# design 1

**Design 1: routed metal, one color a layer**

(3 px per micron)
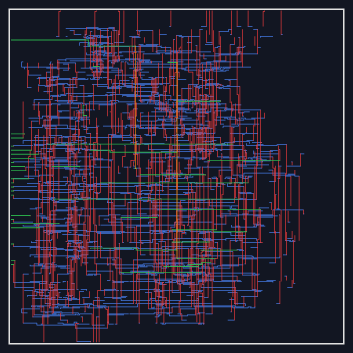

`src/rtl/temp_filter_pkg.sv`:
```
// Shared types and constants for the temperature filter: sample type, alarm
// FSM state encoding and default thresholds.
package temp_filter_pkg;

    typedef logic [7:0] temp_t;

    typedef enum logic [1:0] {
        FILL   = 2'd0,
        NORMAL = 2'd1,
        ALARM  = 2'd2
    } filt_state_t;

    localparam temp_t TEMP_MIN      = 8'h00;
    localparam temp_t TEMP_MAX      = 8'hFF;
    localparam temp_t HI_THRESH_DEF = 8'd80;
    localparam temp_t LO_THRESH_DEF = 8'd70;

endpackage

```
`src/rtl/temp_ring.sv`:
```
// Circular sample buffer of 2^DEPTH_LOG2 entries with a saturating fill count.
// oldest is the entry that the next write overwrites.
module temp_ring
    import temp_filter_pkg::*;
#(
    parameter int DEPTH_LOG2 = 3
) (
    input  logic  clk,
    input  logic  rst,
    input  logic  wr_en,
    input  temp_t wr_data,
    output temp_t oldest,
    output logic  full,
    output logic  last_free
);

    localparam int DEPTH = 1 << DEPTH_LOG2;
    localparam logic [DEPTH_LOG2:0] DEPTH_CNT = (DEPTH_LOG2 + 1)'(DEPTH);

    temp_t                 mem [DEPTH];
    logic [DEPTH_LOG2-1:0] wr_ptr;
    logic [DEPTH_LOG2:0]   count;

    // Contents are never read before being written once the ring is full,
    // so the storage itself needs no reset.
    always_ff @(posedge clk) begin
        if (wr_en) begin
            mem[wr_ptr] <= wr_data;
        end
    end

    always_ff @(posedge clk or posedge rst) begin
        if (rst) begin
            wr_ptr <= '0;
            count  <= '0;
        end else if (wr_en) begin
            wr_ptr <= wr_ptr + 1'b1;
            if (!full) begin
                count <= count + 1'b1;
            end
        end
    end

    assign oldest    = mem[wr_ptr];
    assign full      = (count == DEPTH_CNT);
    assign last_free = (count == DEPTH_CNT - 1'b1);

endmodule

```
`src/rtl/temp_filter.sv`:
```
// Moving-average temperature filter with running min/max and a hysteretic
// over-temperature alarm. All outputs are registered on the sample edge.
module temp_filter
    import temp_filter_pkg::*;
#(
    parameter int    DEPTH_LOG2 = 3,
    parameter temp_t HI_THRESH  = HI_THRESH_DEF,
    parameter temp_t LO_THRESH  = LO_THRESH_DEF
) (
    input  logic        clk,
    input  logic        rst,
    input  logic        tick,
    input  temp_t       temp,
    input  logic        clear_minmax,
    output temp_t       avg,
    output logic        avg_valid,
    output logic        warm,
    output temp_t       min_temp,
    output temp_t       max_temp,
    output logic        alarm,
    output filt_state_t state
);

    localparam int SW = 8 + DEPTH_LOG2;

    temp_t         oldest;
    logic          full;
    logic          last_free;
    logic          fills;
    logic [SW-1:0] sum;
    logic [SW-1:0] evicted;
    logic [SW-1:0] sum_next;
    temp_t         new_avg;

    temp_ring #(
        .DEPTH_LOG2(DEPTH_LOG2)
    ) u_ring (
        .clk      (clk),
        .rst      (rst),
        .wr_en    (tick),
        .wr_data  (temp),
        .oldest   (oldest),
        .full     (full),
        .last_free(last_free)
    );

    // A tick produces an average once the window is full, including the tick
    // that completes it.
    assign fills    = full | last_free;
    assign evicted  = full ? SW'(oldest) : '0;
    assign sum_next = sum + SW'(temp) - evicted;
    assign new_avg  = temp_t'(sum_next >> DEPTH_LOG2);
    assign warm     = full;

    always_ff @(posedge clk or posedge rst) begin
        if (rst) begin
            sum       <= '0;
            avg       <= '0;
            avg_valid <= 1'b0;
            state     <= FILL;
            alarm     <= 1'b0;
        end else begin
            avg_valid <= 1'b0;
            if (tick) begin
                sum <= sum_next;
                if (fills) begin
                    avg       <= new_avg;
                    avg_valid <= 1'b1;
                end
                case (state)
                    FILL: begin
                        if (fills) begin
                            if (new_avg >= HI_THRESH) begin
                                state <= ALARM;
                                alarm <= 1'b1;
                            end else begin
                                state <= NORMAL;
                                alarm <= 1'b0;
                            end
                        end
                    end
                    NORMAL: begin
                        if (new_avg >= HI_THRESH) begin
                            state <= ALARM;
                            alarm <= 1'b1;
                        end
                    end
                    ALARM: begin
                        if (new_avg <= LO_THRESH) begin
                            state <= NORMAL;
                            alarm <= 1'b0;
                        end
                    end
                    default: begin
                        state <= FILL;
                        alarm <= 1'b0;
                    end
                endcase
            end
        end
    end

    // Clear with a simultaneous sample restarts tracking from that sample.
    always_ff @(posedge clk or posedge rst) begin
        if (rst) begin
            min_temp <= TEMP_MAX;
            max_temp <= TEMP_MIN;
        end else if (clear_minmax) begin
            min_temp <= tick ? temp : TEMP_MAX;
            max_temp <= tick ? temp : TEMP_MIN;
        end else if (tick) begin
            if (temp < min_temp) min_temp <= temp;
            if (temp > max_temp) max_temp <= temp;
        end
    end

endmodule

```
`config.mk`:
```
export PLATFORM = sky130hd
export DESIGN_NAME = temp_filter
export DESIGN_NICKNAME = d
export VERILOG_FILES = /design/src/rtl/temp_filter_pkg.sv /design/src/rtl/temp_ring.sv /design/src/rtl/temp_filter.sv
export SDC_FILE = /design/constraint.sdc
export NUM_CORES = 1
export LEC_CHECK = 0
export CORE_MARGIN = 4
export CORE_UTILIZATION = 51
export CTS_CLUSTER_DIAMETER = 60
export DETAILED_ROUTE_END_ITERATION = 6
export PLACE_DENSITY = 0.74
export SLEW_MARGIN = 20
export SYNTH_ARGS = -nofsm -noshare
export SYNTH_HDL_FRONTEND = slang
export SYNTH_SLANG_ARGS = --single-unit
```
`constraint.sdc`:
```
create_clock -name clk -period 9.4 [get_ports clk]
set_clock_uncertainty 0.2 [all_clocks]
set_input_delay 2.82 -clock clk [delete_from_list [all_inputs] [get_ports clk]]
set_output_delay 2.82 -clock clk [all_outputs]
set_load 0.02 [all_outputs]
```
# design 2

`src/rtl/ex_stage_if.sv`:
```
// Bundle between the ID/EX register, the execute stage, the EX/MEM register and MEM/WB forwarding.
interface ex_stage_if;
    logic [1:0]  ALUOp_i;
    logic        ALUSrc_i;
    logic        RegWrite_i;
    logic        MemtoReg_i;
    logic        MemRead_i;
    logic        MemWrite_i;
    logic [31:0] data1_i;
    logic [31:0] data2_i;
    logic [31:0] imm_i;
    logic [9:0]  funct_i;
    logic [4:0]  RS1addr_i;
    logic [4:0]  RS2addr_i;
    logic [4:0]  RDaddr_i;
    logic        MEMWB_RegWrite_i;
    logic [4:0]  MEMWB_RDaddr_i;
    logic [31:0] MEMWB_data_i;
    logic        RegWrite_o;
    logic        MemtoReg_o;
    logic        MemRead_o;
    logic        MemWrite_o;
    logic [31:0] ALUResult_o;
    logic [31:0] MemData_o;
    logic [4:0]  RDaddr_o;
    logic        stall_o;

    modport slave (
        input  ALUOp_i, ALUSrc_i, RegWrite_i, MemtoReg_i, MemRead_i, MemWrite_i,
               data1_i, data2_i, imm_i, funct_i, RS1addr_i, RS2addr_i, RDaddr_i,
               MEMWB_RegWrite_i, MEMWB_RDaddr_i, MEMWB_data_i,
        output RegWrite_o, MemtoReg_o, MemRead_o, MemWrite_o,
               ALUResult_o, MemData_o, RDaddr_o, stall_o
    );

    modport master (
        output ALUOp_i, ALUSrc_i, RegWrite_i, MemtoReg_i, MemRead_i, MemWrite_i,
               data1_i, data2_i, imm_i, funct_i, RS1addr_i, RS2addr_i, RDaddr_i,
               MEMWB_RegWrite_i, MEMWB_RDaddr_i, MEMWB_data_i,
        input  RegWrite_o, MemtoReg_o, MemRead_o, MemWrite_o,
               ALUResult_o, MemData_o, RDaddr_o, stall_o
    );
endinterface

```
`src/rtl/ex_stage.sv`:
```
// RISC-V execute stage: operand forwarding, ALU, iterative byte-serial multiplier and the EX/MEM register.
module ex_stage (
    input  logic      clk_i,
    input  logic      rst_i,
    ex_stage_if.slave ex_bus
);

    localparam int unsigned XLEN  = 32;
    localparam int unsigned REGW  = 5;
    localparam int unsigned SHW   = 5;
    localparam int unsigned BYTEW = 8;
    localparam int unsigned CNTW  = 2;

    localparam logic [1:0] OP_ADD   = 2'b00;
    localparam logic [1:0] OP_RTYPE = 2'b10;
    localparam logic [1:0] OP_ITYPE = 2'b11;

    localparam logic [9:0] F_AND = 10'b0000000_111;
    localparam logic [9:0] F_XOR = 10'b0000000_100;
    localparam logic [9:0] F_SLL = 10'b0000000_001;
    localparam logic [9:0] F_ADD = 10'b0000000_000;
    localparam logic [9:0] F_SUB = 10'b0100000_000;
    localparam logic [9:0] F_MUL = 10'b0000001_000;

    localparam logic [2:0] F3_ADDI = 3'b000;
    localparam logic [2:0] F3_SRAI = 3'b101;

    typedef enum logic [1:0] {
        ST_IDLE = 2'd0,
        ST_BUSY = 2'd1,
        ST_DONE = 2'd2
    } state_e;

    state_e          state_q;
    logic [CNTW-1:0] cnt_q;
    logic [XLEN-1:0] mul_a_q;
    logic [XLEN-1:0] mul_b_q;
    logic [XLEN-1:0] acc_q;
    logic [XLEN-1:0] acc_d;

    logic            regwrite_q;
    logic            memtoreg_q;
    logic            memread_q;
    logic            memwrite_q;
    logic [XLEN-1:0] result_q;
    logic [XLEN-1:0] memdata_q;
    logic [REGW-1:0] rd_q;

    logic            exmem_hit_a;
    logic            exmem_hit_b;
    logic            memwb_hit_a;
    logic            memwb_hit_b;
    logic [XLEN-1:0] fwd_a;
    logic [XLEN-1:0] fwd_b;
    logic [XLEN-1:0] op_b;
    logic [XLEN-1:0] alu_result;
    logic            is_mul;
    logic            stall;
    logic [BYTEW-1:0] mul_byte;
    logic [SHW-1:0]   mul_shamt;

    // Forwarding: the instruction just retired into EX/MEM wins over MEM/WB
    always_comb begin
        exmem_hit_a = regwrite_q && (rd_q != '0) && (rd_q == ex_bus.RS1addr_i);
        exmem_hit_b = regwrite_q && (rd_q != '0) && (rd_q == ex_bus.RS2addr_i);
        memwb_hit_a = ex_bus.MEMWB_RegWrite_i && (ex_bus.MEMWB_RDaddr_i != '0)
                      && (ex_bus.MEMWB_RDaddr_i == ex_bus.RS1addr_i);
        memwb_hit_b = ex_bus.MEMWB_RegWrite_i && (ex_bus.MEMWB_RDaddr_i != '0)
                      && (ex_bus.MEMWB_RDaddr_i == ex_bus.RS2addr_i);
        fwd_a = exmem_hit_a ? result_q : (memwb_hit_a ? ex_bus.MEMWB_data_i : ex_bus.data1_i);
        fwd_b = exmem_hit_b ? result_q : (memwb_hit_b ? ex_bus.MEMWB_data_i : ex_bus.data2_i);
        op_b  = ex_bus.ALUSrc_i ? ex_bus.imm_i : fwd_b;
    end

    // Single-cycle ALU; mul is produced by the iterative path instead
    always_comb begin
        alu_result = '0;
        case (ex_bus.ALUOp_i)
            OP_ADD: alu_result = fwd_a + op_b;
            OP_RTYPE: begin
                case (ex_bus.funct_i)
                    F_AND:   alu_result = fwd_a & op_b;
                    F_XOR:   alu_result = fwd_a ^ op_b;
                    F_SLL:   alu_result = fwd_a << op_b[SHW-1:0];
                    F_ADD:   alu_result = fwd_a + op_b;
                    F_SUB:   alu_result = fwd_a - op_b;
                    default: alu_result = '0;
                endcase
            end
            OP_ITYPE: begin
                case (ex_bus.funct_i[2:0])
                    F3_ADDI: alu_result = fwd_a + op_b;
                    F3_SRAI: alu_result = XLEN'($signed(fwd_a) >>> ex_bus.imm_i[SHW-1:0]);
                    default: alu_result = '0;
                endcase
            end
            default: alu_result = '0;
        endcase
    end

    // One byte of B per BUSY cycle, partial product aligned to that byte
    always_comb begin
        mul_shamt = {cnt_q, 3'b000};
        mul_byte  = mul_b_q[mul_shamt +: BYTEW];
        acc_d     = acc_q + ((mul_a_q * XLEN'(mul_byte)) << mul_shamt);
    end

    // Stall is forced low during reset even if a mul is being held upstream
    always_comb begin
        is_mul = (ex_bus.ALUOp_i == OP_RTYPE) && (ex_bus.funct_i == F_MUL);
        stall  = rst_i && (((state_q == ST_IDLE) && is_mul) || (state_q == ST_BUSY));
    end

    always_ff @(posedge clk_i or negedge rst_i) begin
        if (!rst_i) begin
            state_q    <= ST_IDLE;
            cnt_q      <= '0;
            mul_a_q    <= '0;
            mul_b_q    <= '0;
            acc_q      <= '0;
            regwrite_q <= 1'b0;
            memtoreg_q <= 1'b0;
            memread_q  <= 1'b0;
            memwrite_q <= 1'b0;
            result_q   <= '0;
            memdata_q  <= '0;
            rd_q       <= '0;
        end else begin
            case (state_q)
                ST_IDLE: begin
                    if (is_mul) begin
                        mul_a_q <= fwd_a;
                        mul_b_q <= op_b;
                        acc_q   <= '0;
                        cnt_q   <= '0;
                        state_q <= ST_BUSY;
                    end
                end
                ST_BUSY: begin
                    acc_q <= acc_d;
                    cnt_q <= cnt_q + CNTW'(1);
                    if (cnt_q == CNTW'(3)) begin
                        state_q <= ST_DONE;
                    end
                end
                ST_DONE: state_q <= ST_IDLE;
                default: state_q <= ST_IDLE;
            endcase

            // EX/MEM: bubble while stalled, otherwise the instruction in EX
            if (stall) begin
                regwrite_q <= 1'b0;
                memtoreg_q <= 1'b0;
                memread_q  <= 1'b0;
                memwrite_q <= 1'b0;
                result_q   <= '0;
                memdata_q  <= '0;
                rd_q       <= '0;
            end else begin
                regwrite_q <= ex_bus.RegWrite_i;
                memtoreg_q <= ex_bus.MemtoReg_i;
                memread_q  <= ex_bus.MemRead_i;
                memwrite_q <= ex_bus.MemWrite_i;
                result_q   <= (state_q == ST_DONE) ? acc_q : alu_result;
                memdata_q  <= fwd_b;
                rd_q       <= ex_bus.RDaddr_i;
            end
        end
    end

    assign ex_bus.RegWrite_o  = regwrite_q;
    assign ex_bus.MemtoReg_o  = memtoreg_q;
    assign ex_bus.MemRead_o   = memread_q;
    assign ex_bus.MemWrite_o  = memwrite_q;
    assign ex_bus.ALUResult_o = result_q;
    assign ex_bus.MemData_o   = memdata_q;
    assign ex_bus.RDaddr_o    = rd_q;
    assign ex_bus.stall_o     = stall;

endmodule

```
`src/flat_wrapper.sv`:
```
// flat-port wrapper written by rule: the top's interface ports become plain ports
module ex_stage_flat 
  (clk_i, rst_i, ex_bus_ALUOp_i, ex_bus_ALUSrc_i, ex_bus_RegWrite_i, ex_bus_MemtoReg_i, ex_bus_MemRead_i, ex_bus_MemWrite_i, ex_bus_data1_i, ex_bus_data2_i, ex_bus_imm_i, ex_bus_funct_i, ex_bus_RS1addr_i, ex_bus_RS2addr_i, ex_bus_RDaddr_i, ex_bus_MEMWB_RegWrite_i, ex_bus_MEMWB_RDaddr_i, ex_bus_MEMWB_data_i, ex_bus_RegWrite_o, ex_bus_MemtoReg_o, ex_bus_MemRead_o, ex_bus_MemWrite_o, ex_bus_ALUResult_o, ex_bus_MemData_o, ex_bus_RDaddr_o, ex_bus_stall_o);
  ex_stage_if ex_bus_i ();
  input  logic clk_i;
  input  logic rst_i;
  input wire logic [$bits(ex_bus_i.ALUOp_i)-1:0] ex_bus_ALUOp_i;
  input wire logic [$bits(ex_bus_i.ALUSrc_i)-1:0] ex_bus_ALUSrc_i;
  input wire logic [$bits(ex_bus_i.RegWrite_i)-1:0] ex_bus_RegWrite_i;
  input wire logic [$bits(ex_bus_i.MemtoReg_i)-1:0] ex_bus_MemtoReg_i;
  input wire logic [$bits(ex_bus_i.MemRead_i)-1:0] ex_bus_MemRead_i;
  input wire logic [$bits(ex_bus_i.MemWrite_i)-1:0] ex_bus_MemWrite_i;
  input wire logic [$bits(ex_bus_i.data1_i)-1:0] ex_bus_data1_i;
  input wire logic [$bits(ex_bus_i.data2_i)-1:0] ex_bus_data2_i;
  input wire logic [$bits(ex_bus_i.imm_i)-1:0] ex_bus_imm_i;
  input wire logic [$bits(ex_bus_i.funct_i)-1:0] ex_bus_funct_i;
  input wire logic [$bits(ex_bus_i.RS1addr_i)-1:0] ex_bus_RS1addr_i;
  input wire logic [$bits(ex_bus_i.RS2addr_i)-1:0] ex_bus_RS2addr_i;
  input wire logic [$bits(ex_bus_i.RDaddr_i)-1:0] ex_bus_RDaddr_i;
  input wire logic [$bits(ex_bus_i.MEMWB_RegWrite_i)-1:0] ex_bus_MEMWB_RegWrite_i;
  input wire logic [$bits(ex_bus_i.MEMWB_RDaddr_i)-1:0] ex_bus_MEMWB_RDaddr_i;
  input wire logic [$bits(ex_bus_i.MEMWB_data_i)-1:0] ex_bus_MEMWB_data_i;
  output wire logic [$bits(ex_bus_i.RegWrite_o)-1:0] ex_bus_RegWrite_o;
  output wire logic [$bits(ex_bus_i.MemtoReg_o)-1:0] ex_bus_MemtoReg_o;
  output wire logic [$bits(ex_bus_i.MemRead_o)-1:0] ex_bus_MemRead_o;
  output wire logic [$bits(ex_bus_i.MemWrite_o)-1:0] ex_bus_MemWrite_o;
  output wire logic [$bits(ex_bus_i.ALUResult_o)-1:0] ex_bus_ALUResult_o;
  output wire logic [$bits(ex_bus_i.MemData_o)-1:0] ex_bus_MemData_o;
  output wire logic [$bits(ex_bus_i.RDaddr_o)-1:0] ex_bus_RDaddr_o;
  output wire logic [$bits(ex_bus_i.stall_o)-1:0] ex_bus_stall_o;
  assign ex_bus_i.ALUOp_i = ex_bus_ALUOp_i;
  assign ex_bus_i.ALUSrc_i = ex_bus_ALUSrc_i;
  assign ex_bus_i.RegWrite_i = ex_bus_RegWrite_i;
  assign ex_bus_i.MemtoReg_i = ex_bus_MemtoReg_i;
  assign ex_bus_i.MemRead_i = ex_bus_MemRead_i;
  assign ex_bus_i.MemWrite_i = ex_bus_MemWrite_i;
  assign ex_bus_i.data1_i = ex_bus_data1_i;
  assign ex_bus_i.data2_i = ex_bus_data2_i;
  assign ex_bus_i.imm_i = ex_bus_imm_i;
  assign ex_bus_i.funct_i = ex_bus_funct_i;
  assign ex_bus_i.RS1addr_i = ex_bus_RS1addr_i;
  assign ex_bus_i.RS2addr_i = ex_bus_RS2addr_i;
  assign ex_bus_i.RDaddr_i = ex_bus_RDaddr_i;
  assign ex_bus_i.MEMWB_RegWrite_i = ex_bus_MEMWB_RegWrite_i;
  assign ex_bus_i.MEMWB_RDaddr_i = ex_bus_MEMWB_RDaddr_i;
  assign ex_bus_i.MEMWB_data_i = ex_bus_MEMWB_data_i;
  assign ex_bus_RegWrite_o = ex_bus_i.RegWrite_o;
  assign ex_bus_MemtoReg_o = ex_bus_i.MemtoReg_o;
  assign ex_bus_MemRead_o = ex_bus_i.MemRead_o;
  assign ex_bus_MemWrite_o = ex_bus_i.MemWrite_o;
  assign ex_bus_ALUResult_o = ex_bus_i.ALUResult_o;
  assign ex_bus_MemData_o = ex_bus_i.MemData_o;
  assign ex_bus_RDaddr_o = ex_bus_i.RDaddr_o;
  assign ex_bus_stall_o = ex_bus_i.stall_o;
  ex_stage u_core (.clk_i(clk_i), .rst_i(rst_i), .ex_bus(ex_bus_i));
endmodule
```
`config.mk`:
```
export PLATFORM = sky130hd
export DESIGN_NAME = ex_stage_flat
export DESIGN_NICKNAME = d
export VERILOG_FILES = /design/src/rtl/ex_stage_if.sv /design/src/rtl/ex_stage.sv /design/src/flat_wrapper.sv
export SDC_FILE = /design/constraint.sdc
export NUM_CORES = 1
export LEC_CHECK = 0
export CORE_MARGIN = 2
export CORE_UTILIZATION = 30
export CTS_BUF_LIST = sky130_fd_sc_hd__clkbuf_8
export CTS_CLUSTER_DIAMETER = 100
export DETAILED_ROUTE_END_ITERATION = 7
export PLACE_DENSITY_LB_ADDON = 0.12
export SETUP_SLACK_MARGIN = 0.15
export SLEW_MARGIN = 10
export SYNTH_ARGS = -nofsm -noshare
export SYNTH_HDL_FRONTEND = slang
export SYNTH_SLANG_ARGS = --single-unit
```
`constraint.sdc`:
```
create_clock -name clk_i -period 7.5 [get_ports clk_i]
set_input_delay 0.75 -clock clk_i [delete_from_list [all_inputs] [get_ports clk_i]]
set_output_delay 0.75 -clock clk_i [all_outputs]
set_load 0.01 [all_outputs]
```
**Design 1: port wiring**

(4 px per micron)
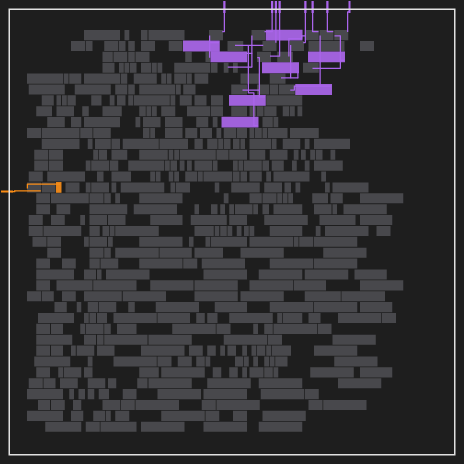
[purple] avg | bits: 8 | direction: output | end cells: 8 | buffers: 8 | wire: 194 microns
[orange] warm | bits: 1 | direction: output | end cells: 1 | buffers: 1 | wire: 16.4 microns

## Picture notes: 'routed metal, one color a layer' of design 1
[orange] met4 | wire length: 106 microns
[blue] met1 | wire length: 4640 microns
[red] met2 | wire length: 5200 microns
[green] met3 | wire length: 594 microns

==> flow_summary.toml, design 1 <==
# physical design summary
[synth]
ys.flops = 110
xor_share = 0.0257
syn_inst = 420
synthArstFlopShare = 0.418
adder_share = 0.0967
synth.most_common_cell = "edfxtp_1"
common_cells = "edfxtp_1 (64), inv_1 (59), dfrtp_1 (38), ha_1 (29), nor2_1 (26)"
yosys.area.top_type = "edfxtp_1"

[pwr]
powerDensity_nw_per_um2 = 330
power_switching_share = 0.413
switchingPower_mw = 0.837
power_frac_clock = 0.138

[layout]
comb_area_share = 0.334
fin_cells = 602
seqCellArea_sq_um = 3080
diodes = 0
comb_area_sq_um = 2050
seq_cells = 110
areaGrowthSynthToFinish_pct = 13.4
largestClassByArea = "registers"
fin_nets = 510

[clock_network]
cts.reportedPaths.clkPinSlew_ns = 0.10
cts_made_buffers = 9
cts_hold_buffers = 0
insertion_delay_ns = 0.39

[hold_path]
worst_hold_path_type = "flip-flop to flip-flop"
worstHoldStart = "avg[7]$_DFFE_PP0P_"

[global_route]
grt_max_degree = 47
top_usage_layer = "met2"
met3_usage = 0.0398

[drt]
wirelength_mm = 10.5
dr.max_layer_used = "met4"
drtPass1Iterations = 4

[setup_path]
timing.rr.start = "u_ring.wr_ptr[0]$_DFFE_PP0P_"
crit_start = "temp[1]"
worst_setup_path_start_kind = "input pin"
slowest_stage = "clkdlybuf4s50_1"
cp_top_family = "AND-OR/OR-AND gates"
r2r_slack_ns = 4.67

[floorplanning]
die_area_sq_um = 12300

[sta]
worstMarginPinSlew_ns = 0.939

[run_status]
status = "complete, no violations"
[design 1: flip-flops by register name (all words and copies together), names as in the netlist]
name and cells:
alarm 1, avg 8, avg_valid 1, max_temp 8, min_temp 8, state 2, sum 11, u_ring.count 4
u_ring.mem 64, u_ring.wr_ptr 3
[design 1: power by group through the flow]
stage	clock [mW]	combinational (mW)	sequential [mW]
after floorplan	0	0.741	0.737
after global placement	0	0.988	0.736
after detailed placement	0	1.01	0.742
after CTS	0.283	1.02	0.732
after global routing	0.307	1.14	0.750
final	0.279	1.02	0.728
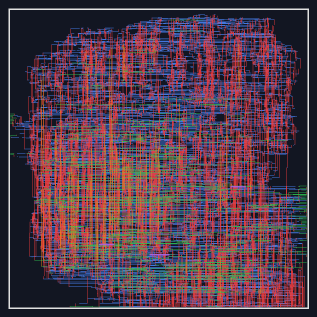
**Above:** design 2 (routed metal, one color a layer).
(1 px per micron)
[orange] met4 | wire length: 4550 microns
[blue] met1 | wire length: 63.0 mm
[purple] met5 | wire length: 46.0 microns
[green] met3 | wire length: 11300 microns
[red] met2 | wire length: 60.0 mm

==> flow_summary.toml, design 2 <==
# physical design summary
[floorplanning]
num_io_pins = 242
core_sq_um = 85300
initial_utilization = 0.303

[setup_path]
reg2reg_depth = 35
cp_top_family = "adder cells"
slowest_stage = "mux4_2"
crit_path_end = "u_core.acc_q[31]$_DFFE_PN0P_"

[layout]
bufAreaShareNonClock = 0.150
buffers_excl_clock = 559
fin_cells = 4763
clock_buffers = 17
seqCellArea_sq_um = 4330

[synth]
topCombFamilyByArea = "simple AND/OR/NAND/NOR gates"
ys_cells = 3219
syn_nets = 3685
syn_inst = 3219
ys.flops = 173
syn-cell-area_sq_um = 25800
synthArstFlopShare = 1.00

[clock_network]
cts_setup_buffers = 15
cts.repair.resized = 61

[pwr]
comb-power_mw = 2.29
cellLeakagePower_nw = 14.2
switchingPower_mw = 2.02
power_switching_share = 0.471

[run_status]
violations = "negative setup slack"
status = "complete, but fails checks"

[sta]
fin_setup_tns_ns = -0.162
finalCriticalPeriod_ns = 7.63
fin_ws_ns = -0.130
setup_violations = 2
worstMarginPinSlew_ns = 1.09

[global_route]
grt_max_degree = 66

[hold_path]
worst_hold_path_type = "input pin to asynchronous set/reset pin"
-- design 2: routing by layer --
| layer | vias up | GRT usage | part of all wire |
|---|---|---|---|
| met4 | 6 | 0.0928 | 0.033 |
| met1 | 13600 | 0.441 | 0.45 |
| met3 | 202 | 0.0628 | 0.081 |
| li1 | 12200 | - | - |
| met5 | - | 0 | 0.00033 |
| met2 | 1245 | 0.463 | 0.43 |


==> notes/layouts.md <==
Pictures saved along the way, in no particular order.

Clock nets.
(a)
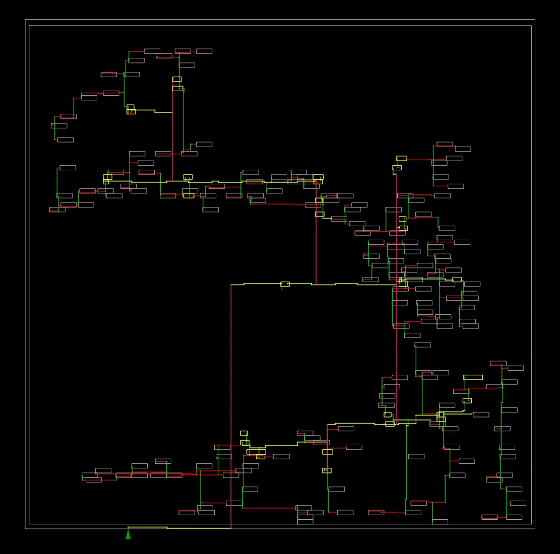
(b)
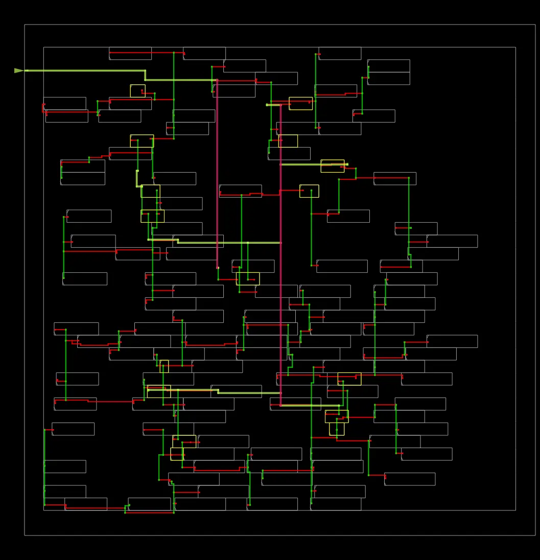
- design 2 = (a)
- design 1 = (b)
The one with the most clock buffers is (a).
The one with the most sequential cells is (a).

Power is estimated from default activity; no workload was simulated.
